# ---- block 1 ----
==> src/rtl/uart_tx.sv <==
`default_nettype none
// ============================================================================
// Module      : uart_tx
// Description : 8-bit UART transmitter, LSB first, one stop bit. The send
//               request is level sensitive. It is re-armed only after send has
//               been seen low, so a held request launches exactly one frame.
//               Optional even parity is enabled by defining UART_TX_PARITY_EN.
// Revision    : 1.0 - initial release
// ============================================================================
module uart_tx #(
  parameter int CLKS_PER_BIT = 234
) (
  input  logic        clk,
  input  logic        rst_n,
  input  logic        io_uart_send,
  input  logic [31:0] io_uart_io_reg,
  output logic        io_uart_tx_busy,
  output logic        tx
);

  localparam int              c_BW       = (CLKS_PER_BIT > 1) ? $clog2(CLKS_PER_BIT) : 1;
  localparam logic [c_BW-1:0] c_BAUD_MAX = c_BW'(CLKS_PER_BIT - 1);

`ifdef UART_TX_PARITY_EN
  typedef enum logic [2:0] {
    S_IDLE   = 3'd0,
    S_START  = 3'd1,
    S_DATA   = 3'd2,
    S_PARITY = 3'd3,
    S_STOP   = 3'd4
  } state_t;
`else
  typedef enum logic [2:0] {
    S_IDLE  = 3'd0,
    S_START = 3'd1,
    S_DATA  = 3'd2,
    S_STOP  = 3'd4
  } state_t;
`endif

  state_t          r_state,   w_state;
  logic [c_BW-1:0] r_baud,    w_baud;
  logic [2:0]      r_bit_cnt, w_bit_cnt;
  logic [7:0]      r_shift,   w_shift;
  logic            r_tx,      w_tx;
  logic            r_busy,    w_busy;
  logic            r_armed,   w_armed;
  logic            w_baud_done;
  logic            w_unused_upper;
`ifdef UART_TX_PARITY_EN
  logic            r_parity,  w_parity;
`endif

  // Upper register bits carry no meaning for the transmitter.
  assign w_unused_upper = ^io_uart_io_reg[31:8];

  // Last cycle of the current bit period.
  assign w_baud_done = (r_baud == c_BAUD_MAX);

  assign tx              = r_tx;
  assign io_uart_tx_busy = r_busy;

  // State and datapath registers; reset aborts any frame and forces idle line.
  always_ff @(posedge clk or negedge rst_n) begin
    if (!rst_n) begin
      r_state   <= S_IDLE;
      r_baud    <= '0;
      r_bit_cnt <= 3'd0;
      r_shift   <= 8'h00;
      r_tx      <= 1'b1;
      r_busy    <= 1'b0;
      r_armed   <= 1'b0;
`ifdef UART_TX_PARITY_EN
      r_parity  <= 1'b0;
`endif
    end else begin
      r_state   <= w_state;
      r_baud    <= w_baud;
      r_bit_cnt <= w_bit_cnt;
      r_shift   <= w_shift;
      r_tx      <= w_tx;
      r_busy    <= w_busy;
      r_armed   <= w_armed;
`ifdef UART_TX_PARITY_EN
      r_parity  <= w_parity;
`endif
    end
  end

  // Next-state logic; tx/busy are computed one edge ahead so they leave as flops.
  always_comb begin
    w_state   = r_state;
    w_baud    = w_baud_done ? '0 : r_baud + 1'b1;
    w_bit_cnt = r_bit_cnt;
    w_shift   = r_shift;
    w_tx      = r_tx;
    w_busy    = r_busy;
    // Any low sample of send re-arms, including during a frame.
    w_armed   = io_uart_send ? r_armed : 1'b1;
`ifdef UART_TX_PARITY_EN
    w_parity  = r_parity;
`endif

    case (r_state)
      S_IDLE: begin
        w_baud = '0;
        if (io_uart_send && r_armed) begin
          w_state   = S_START;
          w_shift   = io_uart_io_reg[7:0];
          w_bit_cnt = 3'd0;
          w_tx      = 1'b0;
          w_busy    = 1'b1;
          w_armed   = 1'b0;
`ifdef UART_TX_PARITY_EN
          w_parity  = ^io_uart_io_reg[7:0];
`endif
        end
      end

      S_START: begin
        if (w_baud_done) begin
          w_state = S_DATA;
          w_tx    = r_shift[0];
        end
      end

      S_DATA: begin
        if (w_baud_done) begin
          if (r_bit_cnt == 3'd7) begin
`ifdef UART_TX_PARITY_EN
            w_state = S_PARITY;
            w_tx    = r_parity;
`else
            w_state = S_STOP;
            w_tx    = 1'b1;
`endif
          end else begin
            w_bit_cnt = r_bit_cnt + 3'd1;
            w_shift   = {1'b0, r_shift[7:1]};
            w_tx      = r_shift[1];
          end
        end
      end

`ifdef UART_TX_PARITY_EN
      S_PARITY: begin
        if (w_baud_done) begin
          w_state = S_STOP;
          w_tx    = 1'b1;
        end
      end
`endif

      S_STOP: begin
        if (w_baud_done) begin
          w_state = S_IDLE;
          w_tx    = 1'b1;
          w_busy  = 1'b0;
        end
      end

      default: begin
        w_state = S_IDLE;
        w_baud  = '0;
        w_tx    = 1'b1;
        w_busy  = 1'b0;
      end
    endcase
  end

endmodule
`default_nettype wire
==> config.mk <==
export PLATFORM = sky130hd
export DESIGN_NAME = uart_tx
export DESIGN_NICKNAME = d
export VERILOG_FILES = /design/src/rtl/uart_tx.sv
export SDC_FILE = /design/constraint.sdc
export NUM_CORES = 1
export LEC_CHECK = 0
export CAP_MARGIN = 10
export CELL_PAD_IN_SITES_DETAIL_PLACEMENT = 1
export CELL_PAD_IN_SITES_GLOBAL_PLACEMENT = 2
export CORE_ASPECT_RATIO = 0.7
export CORE_MARGIN = 4
export CORE_UTILIZATION = 31
export CTS_BUF_LIST = sky130_fd_sc_hd__clkbuf_2
export CTS_CLUSTER_SIZE = 28
export DETAILED_ROUTE_END_ITERATION = 8
export HOLD_SLACK_MARGIN = 0.05
export MAX_ROUTING_LAYER = met4
export PLACE_DENSITY = 0.93
export RECOVER_POWER = 25
export SYNTH_ARGS = -nofsm -noshare
export SYNTH_HDL_FRONTEND = slang
export SYNTH_SLANG_ARGS = --single-unit
==> constraint.sdc <==
create_clock -name clk -period 4.7 [get_ports clk]
set_clock_uncertainty 0.05 [all_clocks]
set_input_delay 0.705 -clock clk [delete_from_list [all_inputs] [get_ports clk]]
set_output_delay 0.705 -clock clk [all_outputs]
set_load 0.05 [all_outputs]
Figure 1. Signal wires on met1 (block 1).
(6 px per µm) Supply wires on this layer in gray. Cells faint in the background.
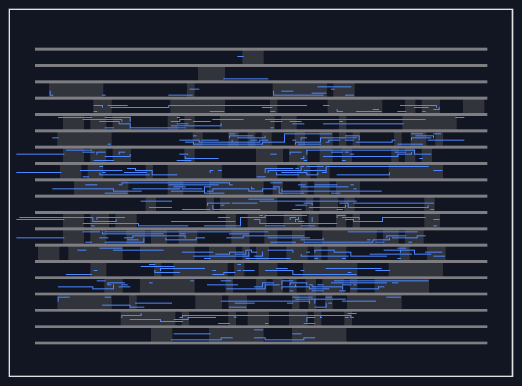
The layer holds 53% of the routed length. The wires run mostly horizontal. The longest straight run is 28.1 µm. 140 nets have wire on it. The layer carries 1390 µm of wire.

Figure 2. The metal 2 layer (block 1).
(6 px per µm)
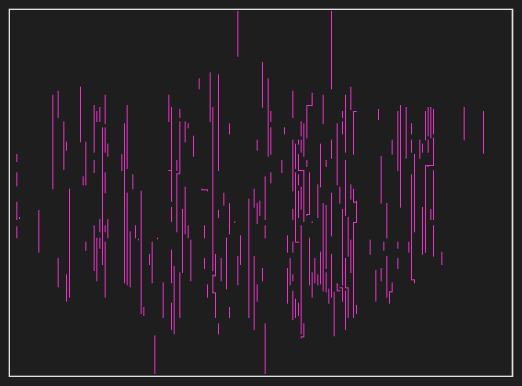
132 nets have wire on it. The longest straight run is 27.2 µm. The layer carries 1160 µm of wire. The layer holds 44% of the routed length.

Figure 3. The metal 3 layer (block 1).
(6 px per µm) Cells faint in the background.
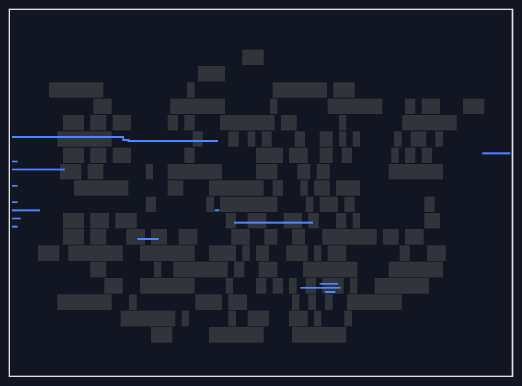
14 nets have wire on it. The layer holds 3.1% of the routed length.

==> results.txt <==
The following summarizes the physical implementation.

Run status
The run finished with clean final reports.

Yosys
The mean cell area of the mapped netlist is 10.2 µm². The main logic family after synthesis is AND-OR/OR-AND gates. The simple logic cell fraction of the synthesized area is 16.6%.

Summed over all instances, the cell type with the most area after synthesis is dfrtp_1.

Final layout
The most frequent logic cell in the layout is dfrtp_1. Between the synthesized netlist and the finished layout, the area growth was recorded as 14.5%. Clock cells make up 1.58% of the layout cell area. 86 cells are multi-input combinational gates. The layout has 13 buffers outside the clock class.

The fraction of standard cell area in multi-input logic is 39.6%. The non-clock buffer contribution to total cell area is 8.71%. The clock buffers instantiated in the layout total 3.

Power
Dividing total power by cell area gives a power density of 409 nW/µm².

Global routing
The remaining global-route overflow is 0. Entering global routing, the biggest net connects 26 pins. The number of antenna violations at the first check in global routing is 0.

Clock network
After clock tree synthesis, the repair step resized 0 gates. The number of buffers on the longest clock path is 2.

Floorplan
37 I/O pins were placed.

Drt
TritonRoute output was used to compute an average wire per cell of 14.3 µm.

Critical path
Listed in order, past its start point the critical path passes clkdlybuf4s50_1. The startpoint identified for the worst register-to-register timing path is r_bit_cnt[0]$_DFFE_PN0P_.

Timing
The final layout reports a setup TNS of 0 ns. The achievable clock frequency is 400 MHz. The final hold violation count recorded for this run is 0.
==> power by group <==
group,switching [mW],internal [mW]
logic,0.0788,0.0800
registers,0.0560,0.278
clock network,0.0681,0.0197
==> metrics by stage <==
step	setup slack, ns	utilization, %
after detailed placement	2.30	37.8
after global routing	2.09	38.5
after CTS	2.15	38.4
final	2.20	38.5
after global placement	2.37	37.8
after floorplan	2.86	-
==> layer usage <==
layer  global-route usage, %  routed length (µm)  part of all wire (%)
met1                    15.6                1390                    53
met2                    18.9                1160                    44
met3                    3.80                  82                   3.1
met4                    2.06                  11                  0.42
met5                       -                   0                     0

# ---- block 2 ----
Figure 4. Signal wires on met1 (block 2).
(4 px per µm) Supply wires on this layer in gray. Cells faint in the background.
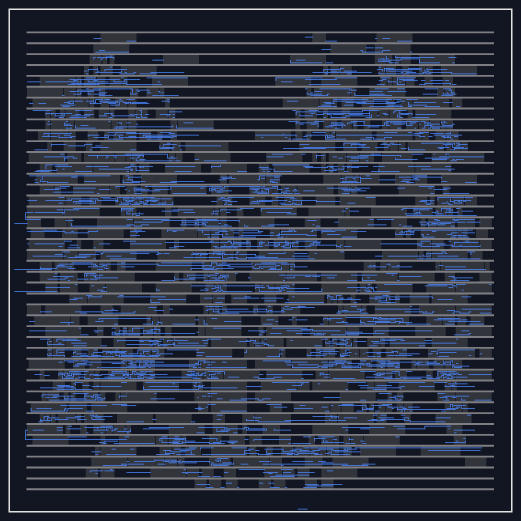
File: config.mk
export PLATFORM = sky130hd
export DESIGN_NAME = cpu_step_ctrl
export DESIGN_NICKNAME = d
export VERILOG_FILES = /design/src/rtl/cpu_step_pkg.sv /design/src/rtl/btn_debounce.sv /design/src/rtl/cpu_step_ctrl.sv
export SDC_FILE = /design/constraint.sdc
export NUM_CORES = 1
export LEC_CHECK = 0
export CORE_MARGIN = 4
export CORE_UTILIZATION = 50
export DETAILED_ROUTE_END_ITERATION = 6
export GPL_TIMING_DRIVEN = 0
export PLACE_DENSITY = 0.68
export SLEW_MARGIN = 20
export SYNTH_ARGS = -nofsm -noshare
export SYNTH_HDL_FRONTEND = slang
export SYNTH_HIERARCHICAL = 1
export SYNTH_SLANG_ARGS = --single-unit
export TNS_END_PERCENT = 1
File: constraint.sdc
create_clock -name CCLK -period 2.2 [get_ports CCLK]
set_input_delay 0.66 -clock CCLK [delete_from_list [all_inputs] [get_ports CCLK]]
set_output_delay 0.66 -clock CCLK [all_outputs]
set_load 0.05 [all_outputs]
File: src/rtl/cpu_step_pkg.sv
// Shared types and widths for the CPU step/run controller.
package cpu_step_pkg;

  localparam int ADDR_W = 5;
  localparam int CNT_W  = 16;

  typedef enum logic [1:0] {
    ST_IDLE     = 2'b00,
    ST_STEP     = 2'b01,
    ST_WAIT_REL = 2'b10,
    ST_RUN      = 2'b11
  } state_t;

endpackage

File: src/rtl/btn_debounce.sv
// Two-flop synchronizer followed by a stability counter.
module btn_debounce #(
  parameter int DB_CYCLES = 500000
) (
  input  logic clk,
  input  logic rst_n,
  input  logic raw,
  output logic level
);

  localparam int CW = $clog2(DB_CYCLES + 1);

  logic          s1;
  logic          s2;
  logic [CW-1:0] cnt;

  // a return to the current level is the only possible change for 1 bit
  always_ff @(posedge clk or negedge rst_n) begin
    if (!rst_n) begin
      s1    <= 1'b0;
      s2    <= 1'b0;
      cnt   <= '0;
      level <= 1'b0;
    end else begin
      s1 <= raw;
      s2 <= s1;
      if (s2 == level) begin
        cnt <= '0;
      end else if (cnt == CW'(DB_CYCLES)) begin
        level <= s2;
        cnt   <= '0;
      end else begin
        cnt <= cnt + CW'(1);
      end
    end
  end

endmodule

File: src/rtl/cpu_step_ctrl.sv
// Step/run clock-enable controller with rotary register selector.
module cpu_step_ctrl
  import cpu_step_pkg::*;
#(
  parameter int DB_CYCLES = 500000,
  parameter int RUN_DIV   = 1
) (
  input  logic              CCLK,
  input  logic              RSTN,
  input  logic              sw_run,
  input  logic              btn_step,
  input  logic              rot_a,
  input  logic              rot_b,
  input  logic              rot_ctr,
  input  logic              cpu_halt,
  output logic              cpu_en,
  output logic [ADDR_W-1:0] dbg_addr,
  output logic [CNT_W-1:0]  step_cnt,
  output logic [1:0]        state_o
);

  localparam int DW = (RUN_DIV > 1) ? $clog2(RUN_DIV) : 1;

  logic run_db;
  logic step_db;
  logic a_db;
  logic b_db;
  logic ctr_db;

  btn_debounce #(.DB_CYCLES(DB_CYCLES)) u_run (
    .clk(CCLK), .rst_n(RSTN), .raw(sw_run), .level(run_db)
  );
  btn_debounce #(.DB_CYCLES(DB_CYCLES)) u_step (
    .clk(CCLK), .rst_n(RSTN), .raw(btn_step), .level(step_db)
  );
  btn_debounce #(.DB_CYCLES(DB_CYCLES)) u_rot_a (
    .clk(CCLK), .rst_n(RSTN), .raw(rot_a), .level(a_db)
  );
  btn_debounce #(.DB_CYCLES(DB_CYCLES)) u_rot_b (
    .clk(CCLK), .rst_n(RSTN), .raw(rot_b), .level(b_db)
  );
  btn_debounce #(.DB_CYCLES(DB_CYCLES)) u_rot_ctr (
    .clk(CCLK), .rst_n(RSTN), .raw(rot_ctr), .level(ctr_db)
  );

  logic step_prev;
  logic a_prev;
  logic ctr_prev;
  logic step_rise;
  logic a_rise;
  logic ctr_rise;

  // registered one-cycle rise pulses
  always_ff @(posedge CCLK or negedge RSTN) begin
    if (!RSTN) begin
      step_prev <= 1'b0;
      a_prev    <= 1'b0;
      ctr_prev  <= 1'b0;
      step_rise <= 1'b0;
      a_rise    <= 1'b0;
      ctr_rise  <= 1'b0;
    end else begin
      step_prev <= step_db;
      a_prev    <= a_db;
      ctr_prev  <= ctr_db;
      step_rise <= step_db & ~step_prev;
      a_rise    <= a_db & ~a_prev;
      ctr_rise  <= ctr_db & ~ctr_prev;
    end
  end

  state_t        state;
  state_t        state_n;
  logic          en_n;
  logic [DW-1:0] div;
  logic [DW-1:0] div_n;

  always_comb begin
    state_n = state;
    en_n    = 1'b0;
    div_n   = div;
    unique case (state)
      ST_IDLE: begin
        if (run_db && !cpu_halt) begin
          state_n = ST_RUN;
          div_n   = '0;
          en_n    = 1'b1;
        end else if (step_rise) begin
          state_n = ST_STEP;
          en_n    = 1'b1;
        end
      end
      ST_STEP: state_n = ST_WAIT_REL;
      ST_WAIT_REL: begin
        if (!step_db) state_n = ST_IDLE;
      end
      ST_RUN: begin
        if (!run_db || cpu_halt) begin
          state_n = ST_IDLE;
          div_n   = '0;
        end else begin
          div_n = (div == DW'(RUN_DIV - 1)) ? '0 : div + DW'(1);
          en_n  = (div_n == '0);
        end
      end
      default: state_n = ST_IDLE;
    endcase
  end

  always_ff @(posedge CCLK or negedge RSTN) begin
    if (!RSTN) begin
      state    <= ST_IDLE;
      cpu_en   <= 1'b0;
      div      <= '0;
      step_cnt <= '0;
    end else begin
      state    <= state_n;
      cpu_en   <= en_n;
      div      <= div_n;
      step_cnt <= step_cnt + CNT_W'(cpu_en);
    end
  end

  // push-to-clear wins over a detent in the same cycle
  always_ff @(posedge CCLK or negedge RSTN) begin
    if (!RSTN) begin
      dbg_addr <= '0;
    end else if (ctr_rise) begin
      dbg_addr <= '0;
    end else if (a_rise) begin
      dbg_addr <= b_db ? dbg_addr - ADDR_W'(1) : dbg_addr + ADDR_W'(1);
    end
  end

  assign state_o = state;

endmodule

==> results.txt <==
The following summarizes the physical implementation.

Drt
After the first detailed-routing iteration, the DRC count stood at 316. Summed over all nets, wire length on met2 after detailed routing comes to 6160 µm. The wire length the detailed router placed on met1 is 5830 µm. The top layer reached by signal wires is met4.

Run
The reported max-cap violation count is 0.

Final layout
The count of clock buffers in the final design is 21. The fraction of standard cell area in multi-input logic is 39.7%. The number of nets in the layout is 727.

Yosys
The area share of the leading cell type in the synthesized netlist is 51.0%.

Run status
The flow ran to the end, and the final reports show no timing, DRC or antenna violations.

Clock network
The number of H-tree levels is 4. The total number of clock tree sinks is 140.

Critical path
Per STA, the worst path is made up of dlygate4sd2_1.

Timing
The share of the clock period used by the worst path is 93.7%.

Floorplan
The horizontal extent of the die is 125 µm.

Placement
Per the detailed placement report, the placed cell area equals 7440 µm².

Power
Power attributed to combinational cells is 213 µW.

Global routing
The via count of the first global-routing pass came to 4814.
About Figure 4:
664 nets have wire on it. The layer holds 47% of the routed length. The wires run mostly horizontal. The longest straight run is 31.7 µm.

-- cells by family after synthesis --
logic type | count (synthesis) | synth area share, %
flip-flops | 140 | 51.0
adder cells (fa/ha/maj) | 21 | 3.93
AND/OR/NAND/NOR | 276 | 23.2
buffers and inverters | 47 | 2.95
AND-OR/OR-AND | 73 | 7.52
XOR/XNOR | 76 | 9.68
multiplexers | 11 | 1.73
-- flip-flops by register name (all words and copies together) (netlist names), 2 cells and up --
signal         cells
step_cnt          16
state_o            2
u_rot_ctr/cnt     19
dbg_addr           5
u_rot_a/cnt       19
u_step/cnt        19
u_rot_b/cnt       19
u_run/cnt         19

# ---- block 3 ----
Figure 5. Signal wires on met1 (block 3).
(4 px per µm) Supply wires on this layer in gray. Cells faint in the background.
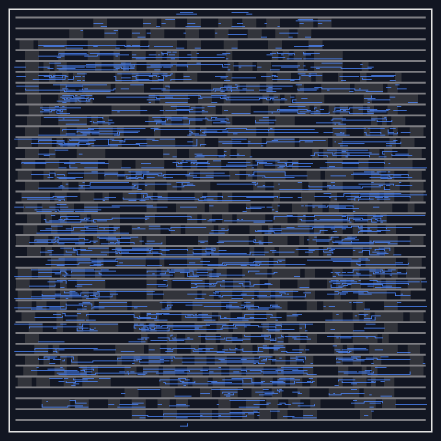
Figure 6. The metal 2 layer (block 3).
(4 px per µm)
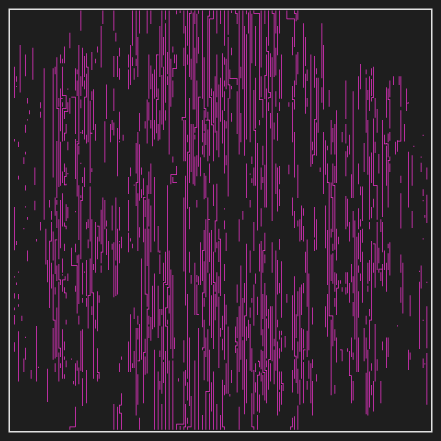
`src/rtl/mips_cpu_regfile_wb_arbiter.sv`:
```
// Register-file writeback arbiter: merges ALU and load writeback requests into one
// registered write port, with round-robin contention handling and decode hazard flags.
module mips_cpu_regfile_wb_arbiter (
    input  logic        clk,
    input  logic        reset,
    input  logic        alu_valid,
    input  logic [4:0]  alu_reg,
    input  logic [31:0] alu_data,
    output logic        alu_ready,
    input  logic        mem_valid,
    input  logic [4:0]  mem_reg,
    input  logic [31:0] mem_data,
    output logic        mem_ready,
    output logic        write_enable,
    output logic [4:0]  write_reg,
    output logic [31:0] write_data,
    input  logic [4:0]  query_reg_1,
    input  logic [4:0]  query_reg_2,
    output logic        hazard_1,
    output logic        hazard_2,
    output logic [15:0] conflict_count
);

    typedef enum logic {
        PTR_ALU = 1'b0,
        PTR_MEM = 1'b1
    } ptr_e;

    ptr_e        ptr_q, ptr_d;
    logic        write_enable_q, write_enable_d;
    logic [4:0]  write_reg_q, write_reg_d;
    logic [31:0] write_data_q, write_data_d;
    logic [15:0] conflict_count_q, conflict_count_d;
    logic        contend;
    logic        alu_grant;
    logic        mem_grant;

    function automatic logic [15:0] sat_inc16(input logic [15:0] v);
        return (v == 16'hFFFF) ? v : v + 16'd1;
    endfunction

    // A query hits if any write is in flight or pending for that register; r0 never hazards.
    function automatic logic hazard_of(
        input logic [4:0] q,
        input logic       we,
        input logic [4:0] wr,
        input logic       av,
        input logic [4:0] ar,
        input logic       mv,
        input logic [4:0] mr
    );
        return (q != 5'd0) && ((we && (wr == q)) || (av && (ar == q)) || (mv && (mr == q)));
    endfunction

    always_comb begin
        contend   = alu_valid & mem_valid;
        alu_grant = ~reset & alu_valid & (~mem_valid | (ptr_q == PTR_ALU));
        mem_grant = ~reset & mem_valid & (~alu_valid | (ptr_q == PTR_MEM));
    end

    always_comb begin
        ptr_d            = ptr_q;
        write_enable_d   = 1'b0;
        write_reg_d      = write_reg_q;
        write_data_d     = write_data_q;
        conflict_count_d = conflict_count_q;

        if (contend) begin
            ptr_d            = (ptr_q == PTR_ALU) ? PTR_MEM : PTR_ALU;
            conflict_count_d = sat_inc16(conflict_count_q);
        end

        // Writes to r0 complete the handshake but are dropped here.
        if (alu_grant && (alu_reg != 5'd0)) begin
            write_enable_d = 1'b1;
            write_reg_d    = alu_reg;
            write_data_d   = alu_data;
        end else if (mem_grant && (mem_reg != 5'd0)) begin
            write_enable_d = 1'b1;
            write_reg_d    = mem_reg;
            write_data_d   = mem_data;
        end
    end

    always_ff @(posedge clk) begin
        if (reset) begin
            ptr_q            <= PTR_ALU;
            write_enable_q   <= 1'b0;
            write_reg_q      <= 5'd0;
            write_data_q     <= 32'd0;
            conflict_count_q <= 16'd0;
        end else begin
            ptr_q            <= ptr_d;
            write_enable_q   <= write_enable_d;
            write_reg_q      <= write_reg_d;
            write_data_q     <= write_data_d;
            conflict_count_q <= conflict_count_d;
        end
    end

    always_comb begin
        alu_ready      = alu_grant;
        mem_ready      = mem_grant;
        write_enable   = write_enable_q;
        write_reg      = write_reg_q;
        write_data     = write_data_q;
        conflict_count = conflict_count_q;
        hazard_1       = ~reset & hazard_of(query_reg_1, write_enable_q, write_reg_q,
                                            alu_valid, alu_reg, mem_valid, mem_reg);
        hazard_2       = ~reset & hazard_of(query_reg_2, write_enable_q, write_reg_q,
                                            alu_valid, alu_reg, mem_valid, mem_reg);
    end

endmodule

```
`config.mk`:
```
export PLATFORM = sky130hd
export DESIGN_NAME = mips_cpu_regfile_wb_arbiter
export DESIGN_NICKNAME = d
export VERILOG_FILES = /design/src/rtl/mips_cpu_regfile_wb_arbiter.sv
export SDC_FILE = /design/constraint.sdc
export NUM_CORES = 1
export LEC_CHECK = 0
export ABC_AREA = 0
export CAP_MARGIN = 10
export CELL_PAD_IN_SITES_DETAIL_PLACEMENT = 1
export CELL_PAD_IN_SITES_GLOBAL_PLACEMENT = 1
export CORE_UTILIZATION = 29
export DETAILED_ROUTE_END_ITERATION = 8
export GPL_ROUTABILITY_DRIVEN = 0
export HOLD_SLACK_MARGIN = 0.12
export PLACE_DENSITY_LB_ADDON = 0.1
export SLEW_MARGIN = 10
export SYNTH_ARGS = -nofsm -noshare
export SYNTH_HDL_FRONTEND = slang
export SYNTH_SLANG_ARGS = --single-unit
```
`constraint.sdc`:
```
create_clock -name clk -period 1.9 [get_ports clk]
set_input_delay 0.285 -clock clk [delete_from_list [all_inputs] [get_ports clk]]
set_output_delay 0.285 -clock clk [all_outputs]
set_load 0.03 [all_outputs]
```
==> results.txt <==
The following summarizes the physical implementation.

Run status
The flow ran to the end, but the final reports show violations. The checks that failed: setup timing.

Clock network
The cell sitting at the root of the clock tree is a clkbuf_8. The number of buffers added to fix hold violations after cts is 0.

Global routing
The via count of the first global-routing pass came to 3995.

Final layout
The most frequent logic cell in the layout is clkdlybuf4s50_1. The register with the most flip-flops in the layout has 32 of them. The library cells used most frequently in the layout, excluding fill and tap cells, are clkdlybuf4s50_1 (120), buf_4 (50), dfxtp_1 (49). The fraction of standard cell area in multi-input logic is 36.7%.

Critical path
The family with the most delay on the worst path is buffers and inverters. The highest net fanout along the worst path is 3.

Drt
The count of nets left with antenna violations after detail routing is 0. In this run the top signal layer used is met4. The routed design shows a wire length per standard cell of 18.2 µm. The violation tally recorded at the end of detailed-routing iteration 0 is 153.

Power
Power comes to 2.84 mW. The leakage power summed over all cells is 1.78 nW. The highest ir drop seen on vdd is 0.292 mV.

Floorplan
The horizontal extent of the die is 105 µm. The core area is 10300 µm².

Min path
The path type of the worst min-delay path is in -> reg. The startpoint of the worst hold path is mem_reg[2].

Timing
The last timing report of the flow puts the setup violation total at 2. The time the final worst path needs with I/O delays and setup is 1.94 ns. The slack of the critical path is -0.0395 ns. The number of hold violations in the final report is 0.

Placement
The pre-CTS setup check shows a worst slack of -0.351 ns.

Yosys
The chip area in the Yosys report is 3090 µm².
Notes on Figure 5 above:
The layer carries 5410 µm of wire. The layer holds 44% of the routed length. The wires run mostly horizontal. 569 nets have wire on it. The longest straight run is 38.6 µm.

Notes on Figure 6 above:
568 nets have wire on it. The layer holds 51% of the routed length. The longest straight run is 40.8 µm. The layer carries 6300 µm of wire.

power groups by stage:
| stage | Sequential, mW | Clock [mW] | Combinational [mW] |
|---|---|---|---|
| 2_1_floorplan | 1.43 | 0 | 0.251 |
| 6_report | 1.28 | 0.674 | 0.889 |
| 3_3_place_gp | 1.30 | 0 | 0.868 |
| 5_1_grt | 1.29 | 0.750 | 0.944 |
| 3_5_place_dp | 1.30 | 0 | 0.884 |
| 4_1_cts | 1.28 | 0.703 | 0.889 |


==> gallery <==
Congestion heat map.
Plate I
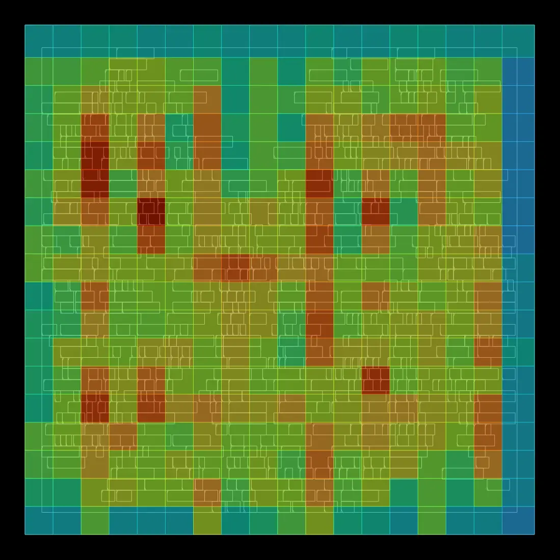
Plate II
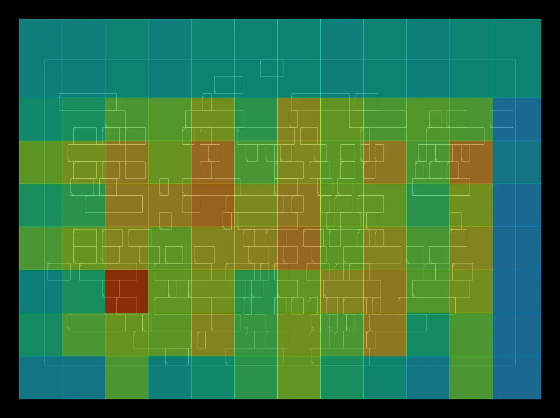
Plate III
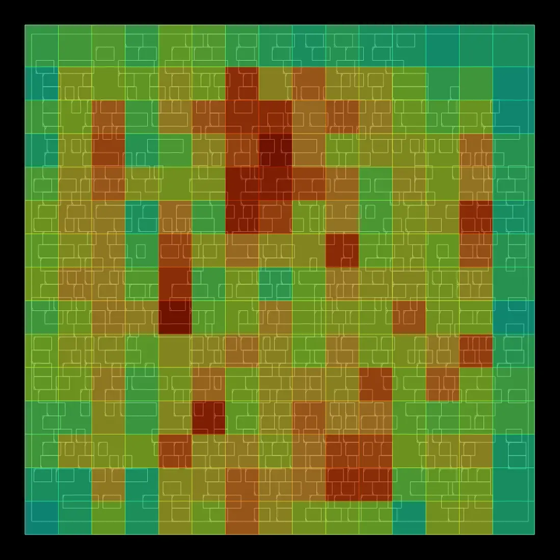
Block 3 is Plate III.
Block 2 is Plate I.
Block 1 is Plate II.

Power figures rest on the tool's default switching activity, not on a simulated workload.
